==================== writeback_stage
writeback_stage/placement_by_type.png
(3 px per um)
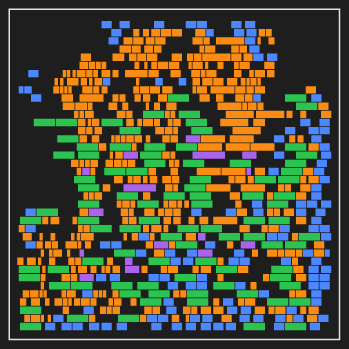

<file path="config.mk">
export PLATFORM = sky130hd
export DESIGN_NAME = writeback_stage
export DESIGN_NICKNAME = d
export VERILOG_FILES = /design/src/rtl/writeback_stage.sv
export SDC_FILE = /design/constraint.sdc
export NUM_CORES = 1
export LEC_CHECK = 0
export CORE_MARGIN = 2
export CORE_UTILIZATION = 45
export CTS_CLUSTER_DIAMETER = 100
export DETAILED_ROUTE_END_ITERATION = 10
export PLACE_DENSITY = 0.74
export SYNTH_ARGS = -nofsm -noshare
export SYNTH_HDL_FRONTEND = slang
export SYNTH_SLANG_ARGS = --single-unit
</file>
<file path="constraint.sdc">
create_clock -name clk -period 8.9 [get_ports clk]
set_clock_uncertainty 0.2 [all_clocks]
set_input_delay 2.67 -clock clk [delete_from_list [all_inputs] [get_ports clk]]
set_output_delay 2.67 -clock clk [all_outputs]
set_load 0.005 [all_outputs]
</file>
<file path="src/rtl/writeback_stage.sv">
// Final pipeline stage: registers EX/WB results onto the RegisterFile write port,
// tracks in-flight destinations for hazard stalls, and keeps sticky FP status.
module writeback_stage #(
   parameter int DSIZE = 32,
   parameter int ASIZE = 5,
   parameter int CNT_W = 16
) (
   input  logic             clk,
   input  logic             rst_n,
   input  logic             issue_valid,
   input  logic [ASIZE-1:0] issue_rl,
   input  logic [ASIZE-1:0] issue_rr,
   input  logic [ASIZE-1:0] issue_rd,
   output logic             stall,
   input  logic             wb_valid,
   input  logic [ASIZE-1:0] wb_rd,
   input  logic [DSIZE-1:0] wb_data,
   input  logic [3:0]       wb_exc,
   output logic             rf_we,
   output logic [ASIZE-1:0] rf_waddr,
   output logic [DSIZE-1:0] rf_wdata,
   input  logic             status_clr,
   output logic [3:0]       status,
   output logic             sb_err,
   output logic [CNT_W-1:0] retired
);

   localparam int DEPTH = 2 ** ASIZE;

   logic [DEPTH-1:0] pending;
   logic [DEPTH-1:0] pendingNext;
   logic             accept;

   // Issue handshake: issue_valid is the offer, ~stall is the ready; an issue
   // transfers on a cycle where both hold, and Decode must keep its fields
   // stable while stall is high. stall never rises without issue_valid.
   assign stall  = issue_valid &
                   (pending[issue_rl] | pending[issue_rr] | pending[issue_rd]);
   assign accept = issue_valid & ~stall;

   // Clear is applied first so that a set on the same index wins.
   always_comb begin
      pendingNext = pending;
      if (rf_we)  pendingNext[rf_waddr] = 1'b0;
      if (accept) pendingNext[issue_rd] = 1'b1;
   end

   always_ff @(posedge clk) begin
      if (!rst_n) begin
         pending  <= '0;
         rf_we    <= 1'b0;
         rf_waddr <= '0;
         rf_wdata <= '0;
         status   <= 4'b0;
         sb_err   <= 1'b0;
         retired  <= '0;
      end else begin
         pending <= pendingNext;
         rf_we   <= wb_valid;
         if (wb_valid) begin
            rf_waddr <= wb_rd;
            rf_wdata <= wb_data;
         end
         // A result for a register nobody is waiting on is still written.
         if (wb_valid && !pending[wb_rd]) sb_err <= 1'b1;
         status <= (status_clr ? 4'b0 : status) | (wb_valid ? wb_exc : 4'b0);
         if (rf_we && (retired != {CNT_W{1'b1}})) retired <= retired + CNT_W'(1);
      end
   end

endmodule

</file>
==================== program_loader
==> src/rtl/mips_pkg.sv <==
// Shared MIPS definitions: word width, instruction-memory geometry, HALT/error encodings, loader states.
// Latency: n/a (constants and types only).
// Backpressure: n/a.
package mips_pkg;

    localparam int LEN        = 32;
    localparam int IMEM_DEPTH = 64;
    localparam int NB_ADDR    = $clog2(IMEM_DEPTH);

    // Decode treats this word as halt; the loader uses it as the end-of-program marker.
    localparam logic [31:0] HALT_WORD = 32'hFFFF_FFFF;

    // Status byte returned to the host when memory fills without a HALT word.
    localparam logic [7:0]  ERR_BYTE  = 8'hEE;

    // Loader FSM states, kept here so debug-dump logic can decode them.
    typedef enum logic [2:0] {
        LD_IDLE,
        LD_RECV,
        LD_WRITE,
        LD_ACK_SEND,
        LD_ACK_WAIT,
        LD_FINISH
    } loader_state_t;

endpackage

==> src/rtl/byte_packer.sv <==
// Packs received UART bytes little-endian into instruction words; first byte lands in [7:0].
// Latency: word_valid/word are combinational with the last byte's rx_done strobe.
// Backpressure: none; bytes presented while enable is low are dropped.
module byte_packer
    import mips_pkg::*;
#(
    parameter int LEN = mips_pkg::LEN
) (
    input  logic           clk,
    input  logic           reset,
    input  logic           clear,
    input  logic           enable,
    input  logic           rx_done,
    input  logic [7:0]     byte_in,
    output logic           word_valid,
    output logic [LEN-1:0] word
);

    localparam int NB_CNT = $clog2(LEN / 8);

    // Holds the bytes received so far, newest at the top; only LEN-8 bits are ever needed.
    logic [LEN-9:0]    shreg;
    logic [NB_CNT-1:0] byte_cnt;

    // The incoming byte completes the word on top of what is already shifted in.
    assign word       = {byte_in, shreg};
    assign word_valid = enable && rx_done && (byte_cnt == '1);

    // Shift in each accepted byte; the counter wraps to 0 on the last byte of a word.
    always_ff @(posedge clk or posedge reset) begin
        if (reset) begin
            shreg    <= '0;
            byte_cnt <= '0;
        end else if (clear) begin
            shreg    <= '0;
            byte_cnt <= '0;
        end else if (enable && rx_done) begin
            shreg    <= word[LEN-1:8];
            byte_cnt <= byte_cnt + NB_CNT'(1);
        end
    end

endmodule

==> src/rtl/program_loader.sv <==
// Loads a program from UART into instruction memory, one word per four bytes, then returns a status byte.
// Latency: write 1 cycle after 4th byte; tx_start 1 cycle after the final write; done 1 cycle after tx_done.
// Backpressure: none; bytes outside the receive state are dropped, start outside idle is ignored.
module program_loader
    import mips_pkg::*;
#(
    parameter int               LEN       = mips_pkg::LEN,
    parameter int               NB_ADDR   = mips_pkg::NB_ADDR,
    parameter logic [LEN-1:0]   HALT_WORD = mips_pkg::HALT_WORD,
    parameter logic [7:0]       ERR_BYTE  = mips_pkg::ERR_BYTE
) (
    input  logic               clk,
    input  logic               reset,
    input  logic               start,
    input  logic               rx_done,
    input  logic [7:0]         uart_data_in,
    input  logic               tx_done,
    output logic               tx_start,
    output logic [7:0]         uart_data_out,
    output logic               mem_we,
    output logic [NB_ADDR-1:0] mem_addr,
    output logic [LEN-1:0]     mem_wdata,
    output logic               busy,
    output logic               done,
    output logic               overflow_err
);

    loader_state_t      state, state_next;
    logic [7:0]         word_cnt, word_cnt_next;
    logic [NB_ADDR-1:0] mem_addr_next;
    logic [LEN-1:0]     mem_wdata_next;
    logic [7:0]         uart_data_out_next;
    logic               overflow_next;
    logic               packer_clear;
    logic               packer_en;
    logic               word_valid;
    logic [LEN-1:0]     word;

    assign packer_clear = (state == LD_IDLE) && start;
    assign packer_en    = (state == LD_RECV);

    byte_packer #(
        .LEN (LEN)
    ) u_byte_packer (
        .clk        (clk),
        .reset      (reset),
        .clear      (packer_clear),
        .enable     (packer_en),
        .rx_done    (rx_done),
        .byte_in    (uart_data_in),
        .word_valid (word_valid),
        .word       (word)
    );

    // Next-state and next-register values; the status byte is staged directly in uart_data_out.
    always_comb begin
        state_next         = state;
        word_cnt_next      = word_cnt;
        mem_addr_next      = mem_addr;
        mem_wdata_next     = mem_wdata;
        uart_data_out_next = uart_data_out;
        overflow_next      = overflow_err;
        case (state)
            LD_IDLE: begin
                if (start) begin
                    mem_addr_next = '0;
                    word_cnt_next = '0;
                    overflow_next = 1'b0;
                    state_next    = LD_RECV;
                end
            end
            LD_RECV: begin
                if (word_valid) begin
                    mem_wdata_next = word;
                    state_next     = LD_WRITE;
                end
            end
            LD_WRITE: begin
                word_cnt_next = word_cnt + 8'd1;
                // HALT wins over overflow: a HALT in the last slot is a clean finish.
                if (mem_wdata == HALT_WORD) begin
                    uart_data_out_next = word_cnt + 8'd1;
                    state_next         = LD_ACK_SEND;
                end else if (mem_addr == {NB_ADDR{1'b1}}) begin
                    overflow_next      = 1'b1;
                    uart_data_out_next = ERR_BYTE;
                    state_next         = LD_ACK_SEND;
                end else begin
                    mem_addr_next = mem_addr + NB_ADDR'(1);
                    state_next    = LD_RECV;
                end
            end
            LD_ACK_SEND: begin
                state_next = LD_ACK_WAIT;
            end
            LD_ACK_WAIT: begin
                if (tx_done) begin
                    state_next = LD_FINISH;
                end
            end
            LD_FINISH: begin
                state_next = LD_IDLE;
            end
            default: begin
                state_next = LD_IDLE;
            end
        endcase
    end

    // State and registered outputs; strobes are decoded from the state being entered.
    always_ff @(posedge clk or posedge reset) begin
        if (reset) begin
            state         <= LD_IDLE;
            word_cnt      <= '0;
            mem_addr      <= '0;
            mem_wdata     <= '0;
            uart_data_out <= '0;
            overflow_err  <= 1'b0;
            mem_we        <= 1'b0;
            tx_start      <= 1'b0;
            done          <= 1'b0;
            busy          <= 1'b0;
        end else begin
            state         <= state_next;
            word_cnt      <= word_cnt_next;
            mem_addr      <= mem_addr_next;
            mem_wdata     <= mem_wdata_next;
            uart_data_out <= uart_data_out_next;
            overflow_err  <= overflow_next;
            mem_we        <= (state_next == LD_WRITE);
            tx_start      <= (state_next == LD_ACK_SEND);
            done          <= (state_next == LD_FINISH);
            busy          <= (state_next != LD_IDLE) && (state_next != LD_FINISH);
        end
    end

endmodule

==> config.mk <==
export PLATFORM = sky130hd
export DESIGN_NAME = program_loader
export DESIGN_NICKNAME = d
export VERILOG_FILES = /design/src/rtl/mips_pkg.sv /design/src/rtl/byte_packer.sv /design/src/rtl/program_loader.sv
export SDC_FILE = /design/constraint.sdc
export NUM_CORES = 1
export LEC_CHECK = 0
export ABC_AREA = 1
export CELL_PAD_IN_SITES_DETAIL_PLACEMENT = 1
export CELL_PAD_IN_SITES_GLOBAL_PLACEMENT = 2
export CORE_MARGIN = 4
export CORE_UTILIZATION = 35
export CTS_CLUSTER_SIZE = 28
export DETAILED_ROUTE_END_ITERATION = 16
export GPL_ROUTABILITY_DRIVEN = 0
export PLACE_DENSITY_LB_ADDON = 0.1
export SLEW_MARGIN = 5
export SYNTH_ARGS = -nofsm -noshare
export SYNTH_HDL_FRONTEND = slang
export SYNTH_SLANG_ARGS = --single-unit
==> constraint.sdc <==
create_clock -name clk -period 9.3 [get_ports clk]
set_input_delay 2.325 -clock clk [delete_from_list [all_inputs] [get_ports clk]]
set_output_delay 2.325 -clock clk [all_outputs]
set_load 0.01 [all_outputs]

## Gallery

I/O nets highlighted.
(2 px per um)
picture 1
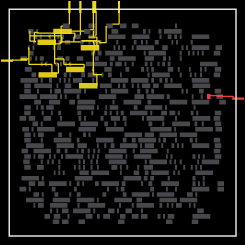
picture 2
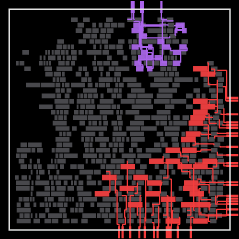
Picture 1 comes from program_loader.
Picture 2 comes from writeback_stage.
Of these, most cells: picture 2

Key to picture 1:
| port | colour | direction | edge | end cells | wire |
|---|---|---|---|---|---|
| reset | red | input | east | 1 | 17.4 um |
| mem_addr | yellow | output | 5 north, 1 west | 6 | 292 um |

writeback_stage/cell_density.png
(3 px per um) 11 x 11 tiles, from dark blue (low) to red (high), 0 to 100% covered.
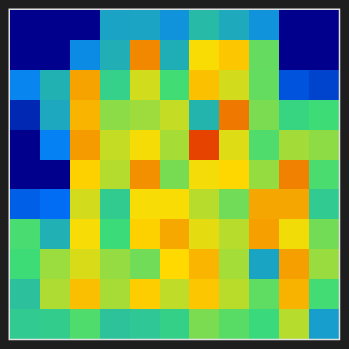
mean over tiles: 53%
emptiest ninth of the die: north-west
tiles over 75% full: 20%
fullest tile: 93%
nearly empty tiles: 9.9%

Notes on writeback_stage/placement_by_type.png above:
| class | colour | cells | share of their area |
|---|---|---|---|
| clock drivers and dummy loads | purple | 16 | 3.4% |
| flops | green | 91 | 29% |
| other buffers and delay cells | blue | 126 | 20% |
| combinational and other logic | orange | 383 | 48% |

==> git commit body, writeback_stage <==
Add synthesis and place-and-route results

- The flow ran to the end, and the final reports show no timing, DRC or antenna violations.
* Largest vdd supply drop: 0.108 mV
- Slack of the critical path: 0.481 ns
- Counting along the longest clock path gives a buffer depth of 2.
* Post-synthesis chip area from yosys: 0.00502 sq mm
* Instance count after placement with tap cells included: 740
- Nets still carrying antenna violations after routing amount to 0.
- In this run the critical register-to-register path is launched from pending[9]$_SDFF_PN0_.
- CTS resizes: 0
- Total number of nets in the final design: 673
- Slowest stage delay, CP: 0.91 ns
- Post-Layout Inst Area: 0.00649 sq mm
* Req. time, crit path: 6.03 ns
* Commonest cells post-synth: 91 x sky130_fd_sc_hd__dfxtp_1, 68 x sky130_fd_sc_hd__mux2i_1, 46 x sky130_fd_sc_hd__nor2b_1
- For this block, wires on met1 add up to 5.95 mm.
* Hold-critical path depth: 1
* Register-to-register path setup slack: 6.46 ns
* Number of cells on the worst reg-to-reg path: 6
- The sequential power reported by the tool is 433 uW.
- The routed design uses 1.23 mm of met3 wire.
- In this design, the largest share of critical-path delay is due to buffers and inverters.
- Derived from the worst setup path, the maximum achievable clock frequency is 119 MHz.
* Fraction of the mapped netlist area in compound gates: 13.8%
- The worst path needs 8.42 ns of the cycle, external delays included.
- The max-slew check reports its worst relative slack as 23.2%.
* Final period util: 94.6%
- Via count of the first global-routing pass: 4160
- Ranking of synthesized cells by area: sky130_fd_sc_hd__dfxtp_1 36%, sky130_fd_sc_hd__mux2i_1 14%, sky130_fd_sc_hd__mux4_2 5.8%
* Die X-Extent: 110 um
- Non-clock buffer count in the final layout: 126
- Proportion of layout cells with a drive suffix above 1: 7.79%
* Top library cells by usage in the layout, fill and taps aside: 118 x sky130_fd_sc_hd__clkdlybuf4s50_1, 91 x sky130_fd_sc_hd__dfxtp_1, 68 x sky130_fd_sc_hd__mux2i_1
- Path category of the worst min-delay check: register to register
- Per STA, the startpoint of the critical path is issue_rd[1].
- Wire length per cell: 18.7 um
* Violation tally from detailed-route iteration zero: 299
* Top flip-flop cell by instance count after synthesis: sky130_fd_sc_hd__dfxtp_1
- Reported max-cap violation count: 0
- Setup repair after global routing left no endpoint under its margin.
program_loader/layer_met1.png
(4 px per um) Supply wires on this layer in grey.
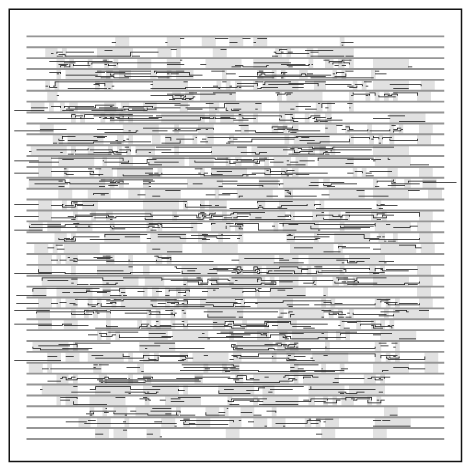
wire length on this layer: 4880 um
main direction: horizontal
nets with wire on the layer: 444
M1 GR Usage: 24.6%
Routed Wire Length: 9.45 mm
number of vias after detailed routing: 2988

==> git commit body, program_loader <==
Add synthesis and place-and-route results

- Status: finished clean
- Worst Tran Pin Value: 1.17 ns
- Ranking logic cells in the layout by count gives the top entries 118 x sky130_fd_sc_hd__nand2_1, 88 x sky130_fd_sc_hd__dfrtp_1, 63 x sky130_fd_sc_hd__clkdlybuf4s50_1.
* Switching power summed over all nets: 427 uW
- Die X-Extent: 113 um
- Post-synthesis async set-or-reset flop share: 100%
* Clock network fraction of design power: 24.4%
- STA puts the critical path data arrival time at 4.21 ns.
- The critical path ends at mem_wdata[12]$_DFFE_PP0P_.
* Met2 routed WL: 4.10 mm
- The overall die size recorded for this design is 0.0127 sq mm.
- In the final layout, the share of cells above drive strength 1 is 9.26%.
- Depth of the CTS H-tree: 3
- Yosys stat counts 418 cells in the synthesized netlist.
- Number of iterations in the first detailed-routing pass: 4
- Per the power-grid run, VDD falls by no more than 0.101 mV.
- Relative slew slack: 22.2%
* Non-clock buffer count in the final layout: 64
- The synthesized netlist occupies a cell area of 0.00383 sq mm.
* Final setup TNS: 0 ns
* Leak: 2.13 nW
- Per the post-synthesis report, the number of cells in the design is 418.
- Summed over all combinational cells, the power is 379 uW.
- Top Registers: mem_wdata (32), u_byte_packer.shreg (24)
- Number of well taps: 136
- Summing all placed instances gives a cell area of 0.00456 sq mm.
- Total CTS buffers: 9
- Library cell contributing the largest single delay on the critical path: sky130_fd_sc_hd__inv_2
* Clock-cell share: 4.61%
- Req. time, crit path: 9.48 ns
- The Yosys step of the flow raised 0 warnings.
* Reported sequential group power: 551 uW
* Proportion of final cell area spent on non-clock buffers: 13.4%
- Clock distribution power: 300 uW
- Registers take 0.00220 sq mm.
- The worst-case reg-to-reg setup slack stands at 7.16 ns.
* Clock tree root buffer cell: sky130_fd_sc_hd__clkbuf_8
- The via count of the first global-routing pass is 3003.
* Count of nets left with antenna violations after detail routing: 0
- Sequential share of cell area: 46.1%
- Grouping stages by cell kind, the critical path spends the most delay in buffers and inverters.
- DRT met1 WL: 4.88 mm
* Sequential cell count of the final layout: 88
* Power per unit of standard cell area: 257 mW/mm^2
* Maximum number of pins on one net before global-route repair: 67
* Clock period minus worst slack: 4.03 ns
- The floorplan step set the die height to 113 um.
- The internal portion of the total power is 804 uW.

==================== apb_master_ctrl
apb_master_ctrl/cell_density.png
(3 px per um) 9 x 17 tiles, from dark blue (low) to red (high), 0 to 100% covered.
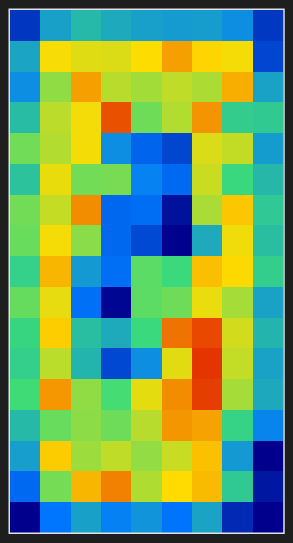

--- src/rtl/apb_pkg.sv ---
// -----------------------------------------------------------------------------
// apb_pkg
// Shared definitions for the APB master sequencer:
//   - FSM state encoding of the transfer sequencer
//   - one-hot PSEL codes for the GPIO and UART slave interfaces
//   - address region constants and the position of the region field
//   - apb_decode(): maps a region nibble to {hit, psel}
// -----------------------------------------------------------------------------
package apb_pkg;

    typedef enum logic [1:0] {
        ST_IDLE   = 2'd0,
        ST_SETUP  = 2'd1,
        ST_ACCESS = 2'd2,
        ST_RESP   = 2'd3
    } apb_state_e;

    localparam logic [1:0] PSEL_NONE = 2'b00;
    localparam logic [1:0] PSEL_GPIO = 2'b01;
    localparam logic [1:0] PSEL_UART = 2'b10;

    localparam logic [3:0] REG_GPIO = 4'h0;
    localparam logic [3:0] REG_UART = 4'h1;

    // Region field inside the 32-bit address.
    localparam int REG_MSB = 15;
    localparam int REG_LSB = 12;

    typedef struct packed {
        logic       hit;   // address maps to a known slave
        logic [1:0] psel;  // one-hot select, PSEL_NONE on a miss
    } apb_decode_t;

    function automatic apb_decode_t apb_decode(input logic [3:0] region);
        apb_decode_t d;
        d.hit  = 1'b1;
        d.psel = PSEL_NONE;
        case (region)
            REG_GPIO: d.psel = PSEL_GPIO;
            REG_UART: d.psel = PSEL_UART;
            default:  d.hit  = 1'b0;
        endcase
        return d;
    endfunction

endpackage

--- src/rtl/rr_arbiter.sv ---
// -----------------------------------------------------------------------------
// rr_arbiter
// Round-robin arbiter with a rotating priority pointer. The grant is a pure
// function of the request vector and the pointer; the pointer moves to one past
// the winner whenever i_advance is pulsed, making the last winner lowest
// priority. After reset requester 0 has the highest priority.
// Ports:
//   i_clk        clock
//   i_rst_n      asynchronous active-low reset
//   i_req        request vector, one bit per requester
//   i_advance    accept strobe: rotate the pointer past the current winner
//   o_grant      one-hot grant (all zero when no request)
//   o_grant_idx  binary index of the granted requester
// -----------------------------------------------------------------------------
module rr_arbiter #(
    parameter  int NREQ = 2,
    localparam int PW   = (NREQ > 1) ? $clog2(NREQ) : 1
) (
    input  logic            i_clk,
    input  logic            i_rst_n,
    input  logic [NREQ-1:0] i_req,
    input  logic            i_advance,
    output logic [NREQ-1:0] o_grant,
    output logic [PW-1:0]   o_grant_idx
);

    logic [PW-1:0] r_ptr;
    logic [PW-1:0] w_cand;
    logic          w_found;

    // Scan requesters starting at the pointer, first hit wins.
    always_comb begin
        // NOTE: every variable gets a default before any conditional update so
        // no path leaves it unassigned; otherwise synthesis infers a latch.
        o_grant     = '0;
        o_grant_idx = '0;
        w_found     = 1'b0;
        w_cand      = '0;
        for (int k = 0; k < NREQ; k++) begin
            w_cand = PW'((int'(r_ptr) + k) % NREQ);
            if (!w_found && i_req[w_cand]) begin
                o_grant[w_cand] = 1'b1;
                o_grant_idx     = w_cand;
                w_found         = 1'b1;
            end
        end
    end

    always_ff @(posedge i_clk or negedge i_rst_n) begin
        if (!i_rst_n) begin
            r_ptr <= '0;
        end else if (i_advance) begin
            // NOTE: state registers use non-blocking assignments so every
            // flop samples pre-edge values regardless of statement order.
            r_ptr <= (o_grant_idx == PW'(NREQ - 1)) ? '0 : o_grant_idx + PW'(1);
        end
    end

endmodule

--- src/rtl/apb_master_ctrl.sv ---
// -----------------------------------------------------------------------------
// apb_master_ctrl
// APB master sequencer sharing one APB bus between NREQ requesters.
// Requests are arbitrated round-robin, the address is decoded to a one-hot
// PSEL (GPIO/UART) and the SETUP/ACCESS protocol is driven; the result
// (read data or error) returns to the granted requester as a one-cycle pulse.
// Sequence: IDLE -> SETUP -> ACCESS -> RESP -> IDLE. A request is accepted on
// the edge that enters IDLE, so req_ready is visible during the IDLE cycle
// and the bus idles exactly two cycles (RESP, IDLE) between transfers.
// All outputs come straight from flops.
// Ports:
//   PCLK, PRESETn        clock, asynchronous active-low reset
//   req_valid/req_write  per-requester request and direction
//   req_addr/req_wdata   packed per-requester address / write data
//   req_ready            one-cycle one-hot accept pulse
//   rsp_valid            one-cycle one-hot completion pulse
//   rsp_rdata/rsp_err    read data (0 on write/error) and error flag
//   PADDR..PPROT         APB master outputs
//   PRDATA/PREADY/PSLVERR APB slave responses
// -----------------------------------------------------------------------------
module apb_master_ctrl
    import apb_pkg::*;
#(
    parameter int         NREQ    = 2,
    parameter int         TIMEOUT = 16,
    parameter logic [2:0] PPROT_V = 3'b000
) (
    input  logic                 PCLK,
    input  logic                 PRESETn,
    input  logic [NREQ-1:0]      req_valid,
    input  logic [NREQ-1:0]      req_write,
    input  logic [NREQ*32-1:0]   req_addr,
    input  logic [NREQ*32-1:0]   req_wdata,
    output logic [NREQ-1:0]      req_ready,
    output logic [NREQ-1:0]      rsp_valid,
    output logic [31:0]          rsp_rdata,
    output logic                 rsp_err,
    output logic [31:0]          PADDR,
    output logic [31:0]          PWDATA,
    output logic                 PWRITE,
    output logic [1:0]           PSEL,
    output logic                 PENABLE,
    output logic [2:0]           PPROT,
    input  logic [31:0]          PRDATA,
    input  logic                 PREADY,
    input  logic                 PSLVERR
);

    localparam int PW = (NREQ > 1) ? $clog2(NREQ) : 1;
    localparam int CW = $clog2(TIMEOUT);

    apb_state_e     r_state;
    apb_state_e     w_state_nxt;
    logic           w_accept;
    logic           w_timeout;
    logic [NREQ-1:0] w_grant;
    logic [PW-1:0]  w_grant_idx;
    logic [31:0]    w_sel_addr;

    logic [NREQ-1:0] r_req_ready;
    logic [NREQ-1:0] r_gnt;
    logic [31:0]    r_paddr;
    logic [31:0]    r_pwdata;
    logic           r_pwrite;
    apb_decode_t    r_dec;
    logic [1:0]     r_psel;
    logic           r_penable;
    logic [CW-1:0]  r_wait_cnt;
    logic [NREQ-1:0] r_rsp_valid;
    logic           r_rsp_err;
    logic [31:0]    r_rsp_rdata;

    rr_arbiter #(.NREQ(NREQ)) u_arb (
        .i_clk       (PCLK),
        .i_rst_n     (PRESETn),
        .i_req       (req_valid),
        .i_advance   (w_accept),
        .o_grant     (w_grant),
        .o_grant_idx (w_grant_idx)
    );

    assign w_sel_addr = req_addr[int'(w_grant_idx)*32 +: 32];
    assign w_timeout  = (r_wait_cnt == CW'(TIMEOUT - 1));

    // ---------------- FSM: state register ----------------
    always_ff @(posedge PCLK or negedge PRESETn) begin
        if (!PRESETn) r_state <= ST_IDLE;
        else          r_state <= w_state_nxt;
    end

    // ---------------- FSM: next state ----------------
    always_comb begin
        w_state_nxt = r_state;
        case (r_state)
            // r_req_ready non-zero marks the accept cycle.
            ST_IDLE:   if (|r_req_ready) w_state_nxt = r_dec.hit ? ST_SETUP : ST_RESP;
            ST_SETUP:  w_state_nxt = ST_ACCESS;
            ST_ACCESS: if (PREADY || w_timeout) w_state_nxt = ST_RESP;
            ST_RESP:   w_state_nxt = ST_IDLE;
            default:   w_state_nxt = ST_IDLE;
        endcase
        // Sample requesters only on the edge that lands in a fresh IDLE cycle.
        w_accept = (w_state_nxt == ST_IDLE) && (|req_valid);
    end

    // ---------------- Datapath and registered outputs ----------------
    always_ff @(posedge PCLK or negedge PRESETn) begin
        if (!PRESETn) begin
            r_req_ready <= '0;
            r_gnt       <= '0;
            r_paddr     <= '0;
            r_pwdata    <= '0;
            r_pwrite    <= 1'b0;
            r_dec       <= '0;
            r_psel      <= '0;
            r_penable   <= 1'b0;
            r_wait_cnt  <= '0;
            r_rsp_valid <= '0;
            r_rsp_err   <= 1'b0;
            r_rsp_rdata <= '0;
        end else begin
            r_req_ready <= w_accept ? w_grant : '0;
            if (w_accept) begin
                r_gnt    <= w_grant;
                r_paddr  <= w_sel_addr;
                r_pwdata <= req_wdata[int'(w_grant_idx)*32 +: 32];
                r_pwrite <= req_write[w_grant_idx];
                r_dec    <= apb_decode(w_sel_addr[REG_MSB:REG_LSB]);
            end

            r_psel    <= (w_state_nxt == ST_SETUP || w_state_nxt == ST_ACCESS) ? r_dec.psel : '0;
            r_penable <= (w_state_nxt == ST_ACCESS);

            // Counts consecutive PREADY-low ACCESS cycles of the current transfer.
            if (r_state == ST_ACCESS && !PREADY) r_wait_cnt <= r_wait_cnt + CW'(1);
            else                                 r_wait_cnt <= '0;

            r_rsp_valid <= '0;
            r_rsp_err   <= 1'b0;
            r_rsp_rdata <= '0;
            if (w_state_nxt == ST_RESP) begin
                r_rsp_valid <= r_gnt;
                if (r_state == ST_ACCESS && PREADY) begin
                    r_rsp_err   <= PSLVERR;
                    r_rsp_rdata <= (!r_pwrite && !PSLVERR) ? PRDATA : '0;
                end else begin
                    // Decode miss from IDLE or timeout from ACCESS.
                    r_rsp_err <= 1'b1;
                end
            end
        end
    end

    assign req_ready = r_req_ready;
    assign rsp_valid = r_rsp_valid;
    assign rsp_rdata = r_rsp_rdata;
    assign rsp_err   = r_rsp_err;
    assign PADDR     = r_paddr;
    assign PWDATA    = r_pwdata;
    assign PWRITE    = r_pwrite;
    assign PSEL      = r_psel;
    assign PENABLE   = r_penable;
    assign PPROT     = PPROT_V;

endmodule

--- config.mk ---
export PLATFORM = sky130hd
export DESIGN_NAME = apb_master_ctrl
export DESIGN_NICKNAME = d
export VERILOG_FILES = /design/src/rtl/apb_pkg.sv /design/src/rtl/rr_arbiter.sv /design/src/rtl/apb_master_ctrl.sv
export SDC_FILE = /design/constraint.sdc
export NUM_CORES = 1
export LEC_CHECK = 0
export ABC_CLOCK_PERIOD_IN_PS = 2600
export CORE_ASPECT_RATIO = 2
export CORE_MARGIN = 4
export CORE_UTILIZATION = 34
export DETAILED_ROUTE_END_ITERATION = 10
export MAX_ROUTING_LAYER = met4
export PLACE_DENSITY_LB_ADDON = 0.3
export SETUP_SLACK_MARGIN = 0.4
export SYNTH_ARGS = -nofsm -noshare
export SYNTH_HDL_FRONTEND = slang
export SYNTH_SLANG_ARGS = --single-unit
export TNS_END_PERCENT = 1
--- constraint.sdc ---
create_clock -name PCLK -period 2.6 [get_ports PCLK]
set_input_delay 0.52 -clock PCLK [delete_from_list [all_inputs] [get_ports PCLK]]
set_output_delay 0.52 -clock PCLK [all_outputs]
set_load 0.005 [all_outputs]
==================== serial_transmitter
$ cat src/rtl/serial_transmitter.sv
// serial_transmitter: 7-bit even-parity framed serializer with a one-word holding register
module serial_transmitter #(
  parameter int CLKS_PER_BIT = 1,
  parameter int START_BITS   = 2,
  parameter int STOP_BITS    = 1
) (
  input  logic       clk,
  input  logic       rst,
  input  logic       in_valid,
  input  logic [6:0] data_in,
  output logic       in_ready,
  output logic       serial_out,
  output logic       busy,
  output logic       tx_done
);
  localparam int SL = START_BITS * CLKS_PER_BIT;
  localparam int PL = STOP_BITS * CLKS_PER_BIT;
  localparam int PW = $clog2(CLKS_PER_BIT + 1);
  localparam int SW = $clog2(SL + 1);
  localparam int TW = $clog2(PL + 1);
  typedef enum logic [2:0] {IDLE, START, DATA, PARITY, STOP} state_t;
  state_t state;
  logic [PW-1:0] pcnt;
  logic [2:0] bit_idx;
  logic [SW-1:0] st_cnt;
  logic [TW-1:0] sp_cnt;
  logic [7:0] sh;
  logic [6:0] hold;
  logic bit_end;
  assign bit_end = pcnt == PW'(CLKS_PER_BIT - 1);
  // in_ready doubles as the holding register's empty flag
  always_ff @(posedge clk or posedge rst) begin
    if (rst) begin
      state      <= IDLE;
      pcnt       <= '0;
      bit_idx    <= '0;
      st_cnt     <= '0;
      sp_cnt     <= '0;
      sh         <= '0;
      hold       <= '0;
      in_ready   <= 1'b1;
      serial_out <= 1'b1;
      busy       <= 1'b0;
      tx_done    <= 1'b0;
    end else begin
      tx_done <= 1'b0;
      if (in_valid && in_ready) begin
        hold     <= data_in;
        in_ready <= 1'b0;
      end
      case (state)
        IDLE: if (!in_ready) begin
          state      <= START;
          sh         <= {^hold, hold};
          in_ready   <= 1'b1;
          serial_out <= 1'b0;
          busy       <= 1'b1;
        end
        START: if (st_cnt == SW'(SL - 1)) begin
          st_cnt     <= '0;
          state      <= DATA;
          serial_out <= sh[0];
        end else st_cnt <= st_cnt + 1'b1;
        DATA: if (bit_end) begin
          pcnt       <= '0;
          sh         <= sh >> 1;
          serial_out <= sh[1];
          bit_idx    <= bit_idx == 3'd6 ? 3'd0 : bit_idx + 3'd1;
          if (bit_idx == 3'd6) state <= PARITY;
        end else pcnt <= pcnt + 1'b1;
        PARITY: if (bit_end) begin
          pcnt       <= '0;
          state      <= STOP;
          serial_out <= 1'b1;
          tx_done    <= PL == 1;
        end else pcnt <= pcnt + 1'b1;
        STOP: begin
          // registered pulse: raise it one edge ahead so it covers the last stop cycle
          tx_done <= 32'(sp_cnt) + 2 == PL;
          if (sp_cnt == TW'(PL - 1)) begin
            sp_cnt <= '0;
            if (!in_ready) begin
              state      <= START;
              sh         <= {^hold, hold};
              in_ready   <= 1'b1;
              serial_out <= 1'b0;
            end else begin
              state <= IDLE;
              busy  <= 1'b0;
            end
          end else sp_cnt <= sp_cnt + 1'b1;
        end
        default: state <= IDLE;
      endcase
    end
  end
endmodule

$ cat config.mk
export PLATFORM = sky130hd
export DESIGN_NAME = serial_transmitter
export DESIGN_NICKNAME = d
export VERILOG_FILES = /design/src/rtl/serial_transmitter.sv
export SDC_FILE = /design/constraint.sdc
export NUM_CORES = 1
export LEC_CHECK = 0
export ABC_AREA = 1
export CELL_PAD_IN_SITES_DETAIL_PLACEMENT = 0
export CELL_PAD_IN_SITES_GLOBAL_PLACEMENT = 2
export CORE_ASPECT_RATIO = 0.8
export CORE_UTILIZATION = 33
export DETAILED_ROUTE_END_ITERATION = 7
export GPL_TIMING_DRIVEN = 0
export PLACE_DENSITY_LB_ADDON = 0.1
export SYNTH_ARGS = -nofsm -noshare
export SYNTH_HDL_FRONTEND = slang
export SYNTH_SLANG_ARGS = --single-unit
$ cat constraint.sdc
create_clock -name clk -period 1.5 [get_ports clk]
set_clock_uncertainty 0.1 [all_clocks]
set_input_delay 0.15 -clock clk [delete_from_list [all_inputs] [get_ports clk]]
set_output_delay 0.15 -clock clk [all_outputs]
set_load 0.1 [all_outputs]
==================== mc_sequencer_flat
$ cat config.mk
export PLATFORM = sky130hd
export DESIGN_NAME = mc_sequencer_flat
export DESIGN_NICKNAME = d
export VERILOG_FILES = /design/src/rtl/mc_sequencer_if.sv /design/src/rtl/mc_sequencer.sv /design/src/flat_wrapper.sv
export SDC_FILE = /design/constraint.sdc
export NUM_CORES = 1
export LEC_CHECK = 0
export ABC_AREA = 1
export CORE_MARGIN = 2
export CORE_UTILIZATION = 52
export DETAILED_ROUTE_END_ITERATION = 12
export PLACE_DENSITY = 0.8
export SLEW_MARGIN = 20
export SYNTH_ARGS = -nofsm -noshare
export SYNTH_HDL_FRONTEND = slang
export SYNTH_SLANG_ARGS = --single-unit
$ cat constraint.sdc
create_clock -name clk_i -period 2.3 [get_ports clk_i]
set_input_delay 0.46 -clock clk_i [delete_from_list [all_inputs] [get_ports clk_i]]
set_output_delay 0.46 -clock clk_i [all_outputs]
set_load 0.01 [all_outputs]
$ cat src/rtl/mc_sequencer_if.sv
// Control bundle between the multi-cycle sequencer and the IR/decoder and PC/RF/memory enables.
// master = sequencer side, slave = datapath/decoder side.
interface mc_sequencer_if #(
  parameter int CNT_W = 32
);
  logic [6:0]       opcode;
  logic [2:0]       funct3;
  logic             br_taken;
  logic             halt_req;
  logic             mem_rdy;
  logic [2:0]       state;
  logic             i_mem_req;
  logic             ir_we;
  logic             pc_we;
  logic [1:0]       pc_src;
  logic             rf_we_en;
  logic             d_mem_req;
  logic             d_mem_wr;
  logic             retire;
  logic [CNT_W-1:0] num_inst;
  logic             halt;
  logic             err;

  modport master (
    input  opcode, funct3, br_taken, halt_req, mem_rdy,
    output state, i_mem_req, ir_we, pc_we, pc_src, rf_we_en,
           d_mem_req, d_mem_wr, retire, num_inst, halt, err
  );

  modport slave (
    output opcode, funct3, br_taken, halt_req, mem_rdy,
    input  state, i_mem_req, ir_we, pc_we, pc_src, rf_we_en,
           d_mem_req, d_mem_wr, retire, num_inst, halt, err
  );
endinterface

$ cat src/rtl/mc_sequencer.sv
// RV32I multi-cycle sequencer: IF/ID/EX/MEM/WB stepping, write-strobe gating, next-PC select,
// MEM stretch with timeout halt, retired-instruction counter. Strobes decode from the state register.
module mc_sequencer #(
  parameter int CNT_W        = 32,
  parameter int MEM_WAIT_MAX = 15
) (
  input  logic          clk_i,
  input  logic          rst_i,
  mc_sequencer_if.master bus
);

  typedef enum logic [2:0] {
    S_IF  = 3'd0,
    S_ID  = 3'd1,
    S_EX  = 3'd2,
    S_MEM = 3'd3,
    S_WB  = 3'd4,
    S_HLT = 3'd5
  } state_e;

  localparam logic [6:0] OP_BR   = 7'b1100011;
  localparam logic [6:0] OP_LD   = 7'b0000011;
  localparam logic [6:0] OP_ST   = 7'b0100011;
  localparam logic [6:0] OP_JAL  = 7'b1101111;
  localparam logic [6:0] OP_JALR = 7'b1100111;
  localparam logic [7:0] WAIT_LIMIT = 8'(MEM_WAIT_MAX);

  state_e           state_q;
  logic [7:0]       wait_q;
  logic [7:0]       wait_d;
  logic [CNT_W-1:0] num_q;
  logic             err_q;

  logic is_br, is_ld, is_st, is_jal, is_jalr, is_alu, is_ill;
  logic unused_funct3;

  assign unused_funct3 = ^bus.funct3;

  always_comb begin
    is_br   = (bus.opcode == OP_BR);
    is_ld   = (bus.opcode == OP_LD);
    is_st   = (bus.opcode == OP_ST);
    is_jal  = (bus.opcode == OP_JAL);
    is_jalr = (bus.opcode == OP_JALR);
    is_alu  = (bus.opcode == 7'b0110011) || (bus.opcode == 7'b0010011) ||
              (bus.opcode == 7'b0110111) || (bus.opcode == 7'b0010111);
    is_ill  = !(is_br || is_ld || is_st || is_jal || is_jalr || is_alu);
  end

  // Strobes are gated off by reset combinationally so an in-flight access is abandoned at once.
  always_comb begin
    bus.i_mem_req = 1'b0;
    bus.ir_we     = 1'b0;
    bus.pc_we     = 1'b0;
    bus.pc_src    = 2'd0;
    bus.rf_we_en  = 1'b0;
    bus.d_mem_req = 1'b0;
    bus.d_mem_wr  = 1'b0;
    bus.retire    = 1'b0;
    if (!rst_i) begin
      case (state_q)
        S_IF: begin
          bus.i_mem_req = 1'b1;
          bus.ir_we     = 1'b1;
        end
        S_EX: begin
          if (is_br) begin
            bus.pc_we  = 1'b1;
            bus.retire = 1'b1;
            bus.pc_src = bus.br_taken ? 2'd1 : 2'd0;
          end else if (is_ill) begin
            bus.pc_we  = 1'b1;
            bus.retire = 1'b1;
          end
        end
        S_MEM: begin
          bus.d_mem_req = 1'b1;
          bus.d_mem_wr  = is_st;
          if (bus.mem_rdy && is_st) begin
            bus.pc_we  = 1'b1;
            bus.retire = 1'b1;
          end
        end
        S_WB: begin
          bus.rf_we_en = 1'b1;
          bus.pc_we    = 1'b1;
          bus.retire   = 1'b1;
          bus.pc_src   = is_jal ? 2'd1 : (is_jalr ? 2'd2 : 2'd0);
        end
        default: ;
      endcase
    end
  end

  assign wait_d = wait_q + 8'd1;

  always_ff @(posedge clk_i) begin
    if (rst_i) begin
      state_q <= S_IF;
      wait_q  <= 8'd0;
      num_q   <= '0;
      err_q   <= 1'b0;
    end else begin
      if (bus.retire) num_q <= num_q + CNT_W'(1);
      case (state_q)
        S_IF: state_q <= S_ID;
        S_ID: state_q <= bus.halt_req ? S_HLT : S_EX;
        S_EX: begin
          if (is_br || is_ill) begin
            state_q <= S_IF;
          end else if (is_ld || is_st) begin
            state_q <= S_MEM;
            wait_q  <= 8'd0;
          end else begin
            state_q <= S_WB;
          end
        end
        S_MEM: begin
          // A ready arriving in the final allowed cycle still completes the access.
          if (bus.mem_rdy) begin
            state_q <= is_st ? S_IF : S_WB;
          end else if (wait_d == WAIT_LIMIT) begin
            state_q <= S_HLT;
            err_q   <= 1'b1;
          end else begin
            wait_q <= wait_d;
          end
        end
        S_WB:    state_q <= S_IF;
        default: state_q <= S_HLT;
      endcase
    end
  end

  assign bus.state    = state_q;
  assign bus.num_inst = num_q;
  assign bus.halt     = !rst_i && (state_q == S_HLT);
  assign bus.err      = !rst_i && err_q;

endmodule

$ cat src/flat_wrapper.sv
// flat-port wrapper written by rule: the top's interface ports become plain ports
module mc_sequencer_flat 
#(
  parameter int CNT_W        = 32,
  parameter int MEM_WAIT_MAX = 15
)
  (clk_i, rst_i, bus_opcode, bus_funct3, bus_br_taken, bus_halt_req, bus_mem_rdy, bus_state, bus_i_mem_req, bus_ir_we, bus_pc_we, bus_pc_src, bus_rf_we_en, bus_d_mem_req, bus_d_mem_wr, bus_retire, bus_num_inst, bus_halt, bus_err);
  mc_sequencer_if #(.CNT_W(CNT_W)) bus_i ();
  input  logic clk_i;
  input  logic rst_i;
  input wire logic [$bits(bus_i.opcode)-1:0] bus_opcode;
  input wire logic [$bits(bus_i.funct3)-1:0] bus_funct3;
  input wire logic [$bits(bus_i.br_taken)-1:0] bus_br_taken;
  input wire logic [$bits(bus_i.halt_req)-1:0] bus_halt_req;
  input wire logic [$bits(bus_i.mem_rdy)-1:0] bus_mem_rdy;
  output wire logic [$bits(bus_i.state)-1:0] bus_state;
  output wire logic [$bits(bus_i.i_mem_req)-1:0] bus_i_mem_req;
  output wire logic [$bits(bus_i.ir_we)-1:0] bus_ir_we;
  output wire logic [$bits(bus_i.pc_we)-1:0] bus_pc_we;
  output wire logic [$bits(bus_i.pc_src)-1:0] bus_pc_src;
  output wire logic [$bits(bus_i.rf_we_en)-1:0] bus_rf_we_en;
  output wire logic [$bits(bus_i.d_mem_req)-1:0] bus_d_mem_req;
  output wire logic [$bits(bus_i.d_mem_wr)-1:0] bus_d_mem_wr;
  output wire logic [$bits(bus_i.retire)-1:0] bus_retire;
  output wire logic [$bits(bus_i.num_inst)-1:0] bus_num_inst;
  output wire logic [$bits(bus_i.halt)-1:0] bus_halt;
  output wire logic [$bits(bus_i.err)-1:0] bus_err;
  assign bus_i.opcode = bus_opcode;
  assign bus_i.funct3 = bus_funct3;
  assign bus_i.br_taken = bus_br_taken;
  assign bus_i.halt_req = bus_halt_req;
  assign bus_i.mem_rdy = bus_mem_rdy;
  assign bus_state = bus_i.state;
  assign bus_i_mem_req = bus_i.i_mem_req;
  assign bus_ir_we = bus_i.ir_we;
  assign bus_pc_we = bus_i.pc_we;
  assign bus_pc_src = bus_i.pc_src;
  assign bus_rf_we_en = bus_i.rf_we_en;
  assign bus_d_mem_req = bus_i.d_mem_req;
  assign bus_d_mem_wr = bus_i.d_mem_wr;
  assign bus_retire = bus_i.retire;
  assign bus_num_inst = bus_i.num_inst;
  assign bus_halt = bus_i.halt;
  assign bus_err = bus_i.err;
  mc_sequencer #(.CNT_W(CNT_W), .MEM_WAIT_MAX(MEM_WAIT_MAX)) u_core (.clk_i(clk_i), .rst_i(rst_i), .bus(bus_i));
endmodule
serial_transmitter/layer_met1.png
(6 px per um) Supply wires on this layer in grey.
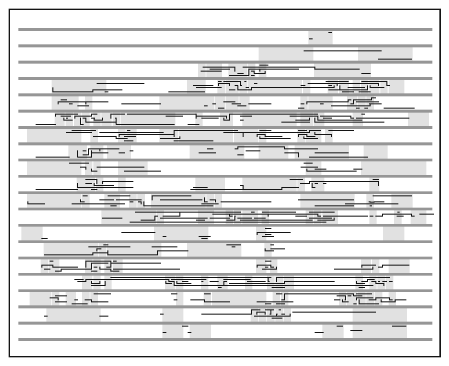
wire length on this layer: 1300 um
longest straight run: 33.1 um
main direction: horizontal

serial_transmitter/placement.png
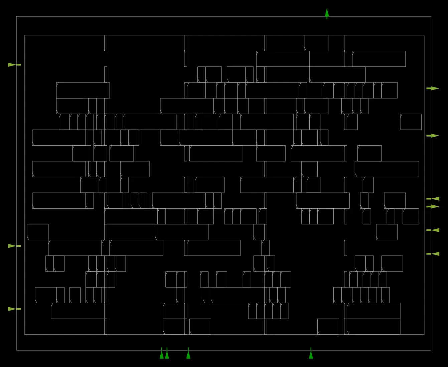
final core area utilization: 42.2%
sequential cell count of the final layout: 27
number of rows created at floorplan: 19
number of fill cells in the layout: 354
count of placed standard cells in the final layout, fillers left out: 210

==> git commit body, serial_transmitter <==
Add synthesis and place-and-route results

* Critical R2R Capture: sh[3]$_DFFE_PP0P_
- I/O pin cnt: 14
- For reference, simple AND, OR, NAND and NOR cells occupy 24.6% of the area reported after synthesis.
- Number of flip-flops in the largest register: 8
- Status: finished clean
- Leading cell type by number of instances after synthesis: sky130_fd_sc_hd__nand2_1
- At the later pin of the worst-skew pair, clock insertion delay measures 0.27 ns.
- Overall Global Routing Usage: 13.6%
- Post-synthesis chip area from yosys: 0.00128 sq mm
* Worst hold slack across all endpoints: 0.315 ns
- For this run, the script counts the antenna cells in the layout as 0.
- After synthesis, the share of cell area in mux cells is 0%.
- The fraction of final cell area spent on clock buffers and inverters in this run is 2.99%.
- Clock tree root buffer cell: sky130_fd_sc_hd__clkbuf_8
- Total number of nets in the final design: 179
apb_master_ctrl/placement.png
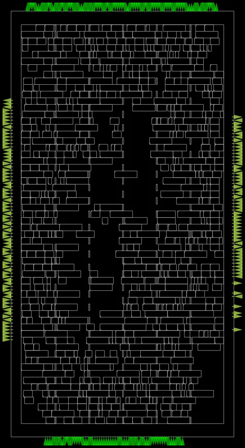
placeable core region: 0.0135 sq mm
number of rows created at floorplan: 60
sequential share of cell area: 35.0%
count of placed standard cells in the final layout, fillers left out: 885
number of well taps: 155

apb_master_ctrl/io_fan.png
(2 px per um)
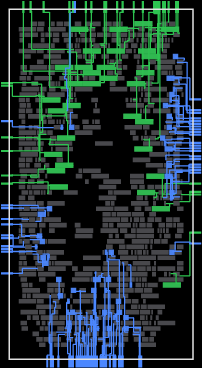
| port | colour | direction | edge | end cells | wire |
|---|---|---|---|---|---|
| req_wdata | blue | input | 31 south, 21 east, 11 west, 1 north | 64 | 1750 um |
| PADDR | green | output | 22 north, 6 west, 4 east | 32 | 1380 um |

About apb_master_ctrl/cell_density.png:
emptiest ninth of the die: centre
mean over tiles: 52%
fullest tile: 94%
tiles over 75% full: 17%
nearly empty tiles: 3.3%

==> git commit body, apb_master_ctrl <==
Add synthesis and place-and-route results

- The first detailed-routing pass ran for 5 iterations.
- By area, the class that comes first in the final layout consists of non-clock buffers.
- On the critical path the data arrives at 2.49 ns.
* Sink Count: 117
- Internal power summed over all cells: 6.21 mW
- Leaving out fill and tap cells, the most frequent cell in the layout is sky130_fd_sc_hd__clkdlybuf4s50_1.
- Per the skew report, the later register of the worst-skew pair sees a clock latency of 0.41 ns.
* Clock tree from TritonCTS: yes
- Clock tree root buffer cell: sky130_fd_sc_hd__clkbuf_16
- Sequential cell fraction of total power: 30.0%
- Die X-Extent: 91.1 um
* HPWL after detailed placement: 12.1 mm
* Chip Height: 174 um
- Per the detail_route log, met3 wirelength is 859 um.
- In the final layout, the share of cells above drive strength 1 is 8.92%.
- According to the Yosys statistics, the synthesized design has a chip area of 0.00470 sq mm.
- Hold-check failures listed in the final report amount to 0.
* Post-synthesis async set-or-reset flop share: 100%
- The run finished with clean final reports.
- CTS resizes: 5
* Maximum buffer depth of the clock tree: 2
* Final setup TNS: 0 ns
- Across the run, the number of max-cap violations was 0.
- The final timing report gives a worst setup slack of 0.454 ns.
* Number of buffer and inverter stages on the critical path: 1
- After detailed routing, the number of remaining DRC violations is 0.
- Core utilization before placement: 34.8%
- Cell area reported after detailed placement: 0.00762 sq mm
* Switching power summed over all nets: 3.28 mW
* Synth Area in Simple Gates: 17.0%
- For this run, the detailed router reports a per-instance via density of 4.94.
* Area fraction of the dominant cell type after synthesis: 62.4%
- The number of antenna diodes in the final layout is 1.
- In this run the tools logged warnings totalling 30.
- Post-Layout Inst Area: 0.00836 sq mm
- Of the total synthesized cell area, the portion taken by full adders, half adders and majority gates is 1.60%.
- In this run the VDD rail shows a maximum IR drop of 0.740 mV.
- Across all layers, the routed design uses 4375 vias.
- Slowest stage delay, CP: 0.40 ns
- The commonest cells after synthesis are 130 x sky130_fd_sc_hd__nand2_1, 117 x sky130_fd_sc_hd__dfrtp_1, 61 x sky130_fd_sc_hd__a22oi_1.
- Per STA, the worst path is made up of ha_2, a311oi_2, a21oi_1, o22ai_2, ha_4, and3_4, clkbuf_16, a22oi_1, nand2_1.
* Cell area after synthesis: 0.00470 sq mm
* Setup repair after global routing missed its margin: true
- Sequential cell count of the final layout: 117
- Top flip-flop cell by instance count after synthesis: sky130_fd_sc_hd__dfrtp_1
* Multi-input comb cells: 281
- In this run, synthesis produced a sequential element count of 117.
- The layout has 18 clock buffers.
- # hold bufs at CTS: 0
* Overflow left after global routing: 0
* Floorplan die area: 0.0159 sq mm
mc_sequencer_flat/placement_by_type.png
(4 px per um)
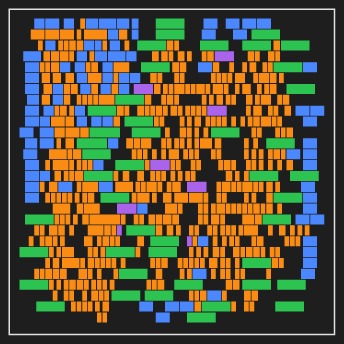
| class | colour | cells | share of their area |
|---|---|---|---|
| combinational and other logic | orange | 455 | 55% |
| flops | green | 44 | 23% |
| other buffers and delay cells | blue | 88 | 20% |
| clock drivers and dummy loads | purple | 8 | 2.3% |

==> git commit body, mc_sequencer_flat <==
Add synthesis and place-and-route results

- Hold-critical path depth: 2
- Reported max-cap violation count: 0
* Number of rows created at floorplan: 28
- In this run the critical register-to-register path is captured at u_core.wait_q[4]$_SDFFE_PP0P_.
- Entering global routing, the biggest net connects 42 pins.
- Startpoint of the tightest hold check path: u_core.err_q$_SDFFE_PP0P_
* M1 GR Usage: 32.9%
- Top flip-flop cell by instance count after synthesis: sky130_fd_sc_hd__dfxtp_1
* Top library cells by usage in the layout, fill and taps aside: 172 x sky130_fd_sc_hd__nand2_1, 76 x sky130_fd_sc_hd__nor2_1, 55 x sky130_fd_sc_hd__nand3_1
- Final weighted congestion in routability-driven placement: 0.955
* Total chip power: 1.57 mW
* Biggest combinational cell group after synthesis: simple AND/OR/NAND/NOR gates
* Crit Reg-Reg Startpoint: u_core.wait_q[0]$_SDFFE_PP0P_
- The timing report gives the worst reg2reg path a setup slack of 0.36 ns.
* Total DRC errors in the routed layout: 0
* Pins Over Slew Limit: 0
- Routed Wire Length: 8.25 mm
- The finished cells cover 0.00399 sq mm.
* CTS resizes: 23
- Flip-flops with a built-in enable: 0
- For this run, the detailed router's first-pass iteration total came to 4.
- Summed over all nets, wire length on met2 after detailed routing comes to 4.11 mm.
- Post-CTS repair timing setup buffer count: 9
- Multi-input gates account for 48.7% of the area.
- The global route stage reports its total congestion overflow as 0.
- In this run, distinct cell masters in the synthesized netlist total 31.
- Highest routed layer: met4
- The layout has 8 clock buffers.
* Status: finished clean
- The worst setup path is captured at an output port.
* Combinational logic power: 266 uW
- Internal power summed over all cells: 1.13 mW
- The synthesized netlist was found by Yosys to have 515 cells.
- Via count of the first global-routing pass: 3180
* Power per unit of standard cell area: 394 mW/mm^2
- In this run, the synthesized area fraction spent on adder and majority cells is recorded as 1.22%.
- GR Util met3: 4.33%
- Proportion of final cell area spent on non-clock buffers: 19.8%
- Sequential share of cell area: 22.2%
* Ranking of synthesized cells by area: sky130_fd_sc_hd__dfxtp_1 29%, sky130_fd_sc_hd__nand2_1 21%, sky130_fd_sc_hd__nor2_1 9.8%
- Per the OpenROAD floorplan log, the width of the die is 80.9 um.


## Gallery

Placement view.
panel A
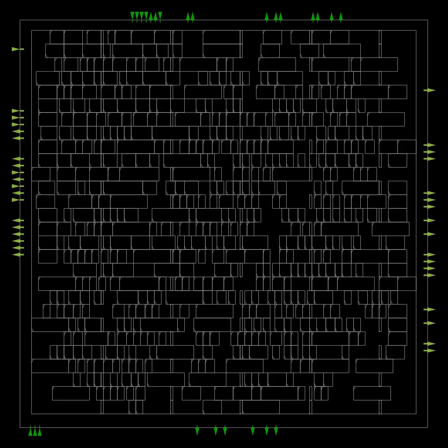
panel B
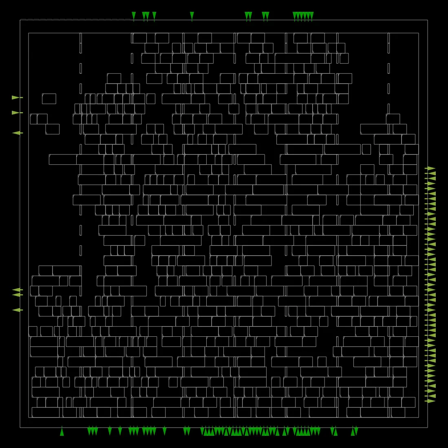
panel C
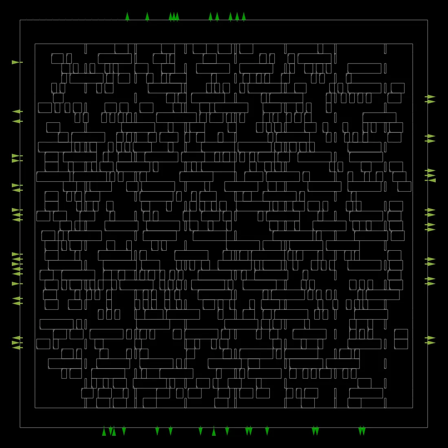
The one with the lowest utilization is panel C.
The one with the fewest sequential cells is panel A.
program_loader is panel C.
mc_sequencer_flat is panel A.
writeback_stage is panel B.


==> notes/layouts.md <==
Pictures saved along the way, in no particular order.

Local utilization.
(a)
(4 px per um) 7 x 6 tiles, from dark blue (low) to red (high), 0 to 100% covered.
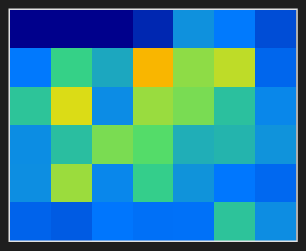
(b)
(3 px per um) 11 x 11 tiles, from dark blue (low) to red (high), 0 to 100% covered.
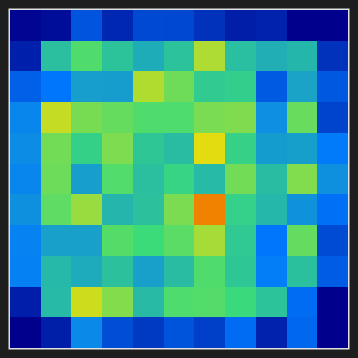
(c)
(4 px per um) 8 x 8 tiles, from dark blue (low) to red (high), 0 to 100% covered.
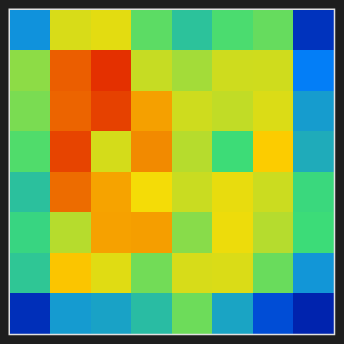
program_loader is (b).
mc_sequencer_flat is (c).
serial_transmitter is (a).
Of these, largest die: (b)
Of these, highest utilization: (c)

Power and IR drop assume default switching activity.
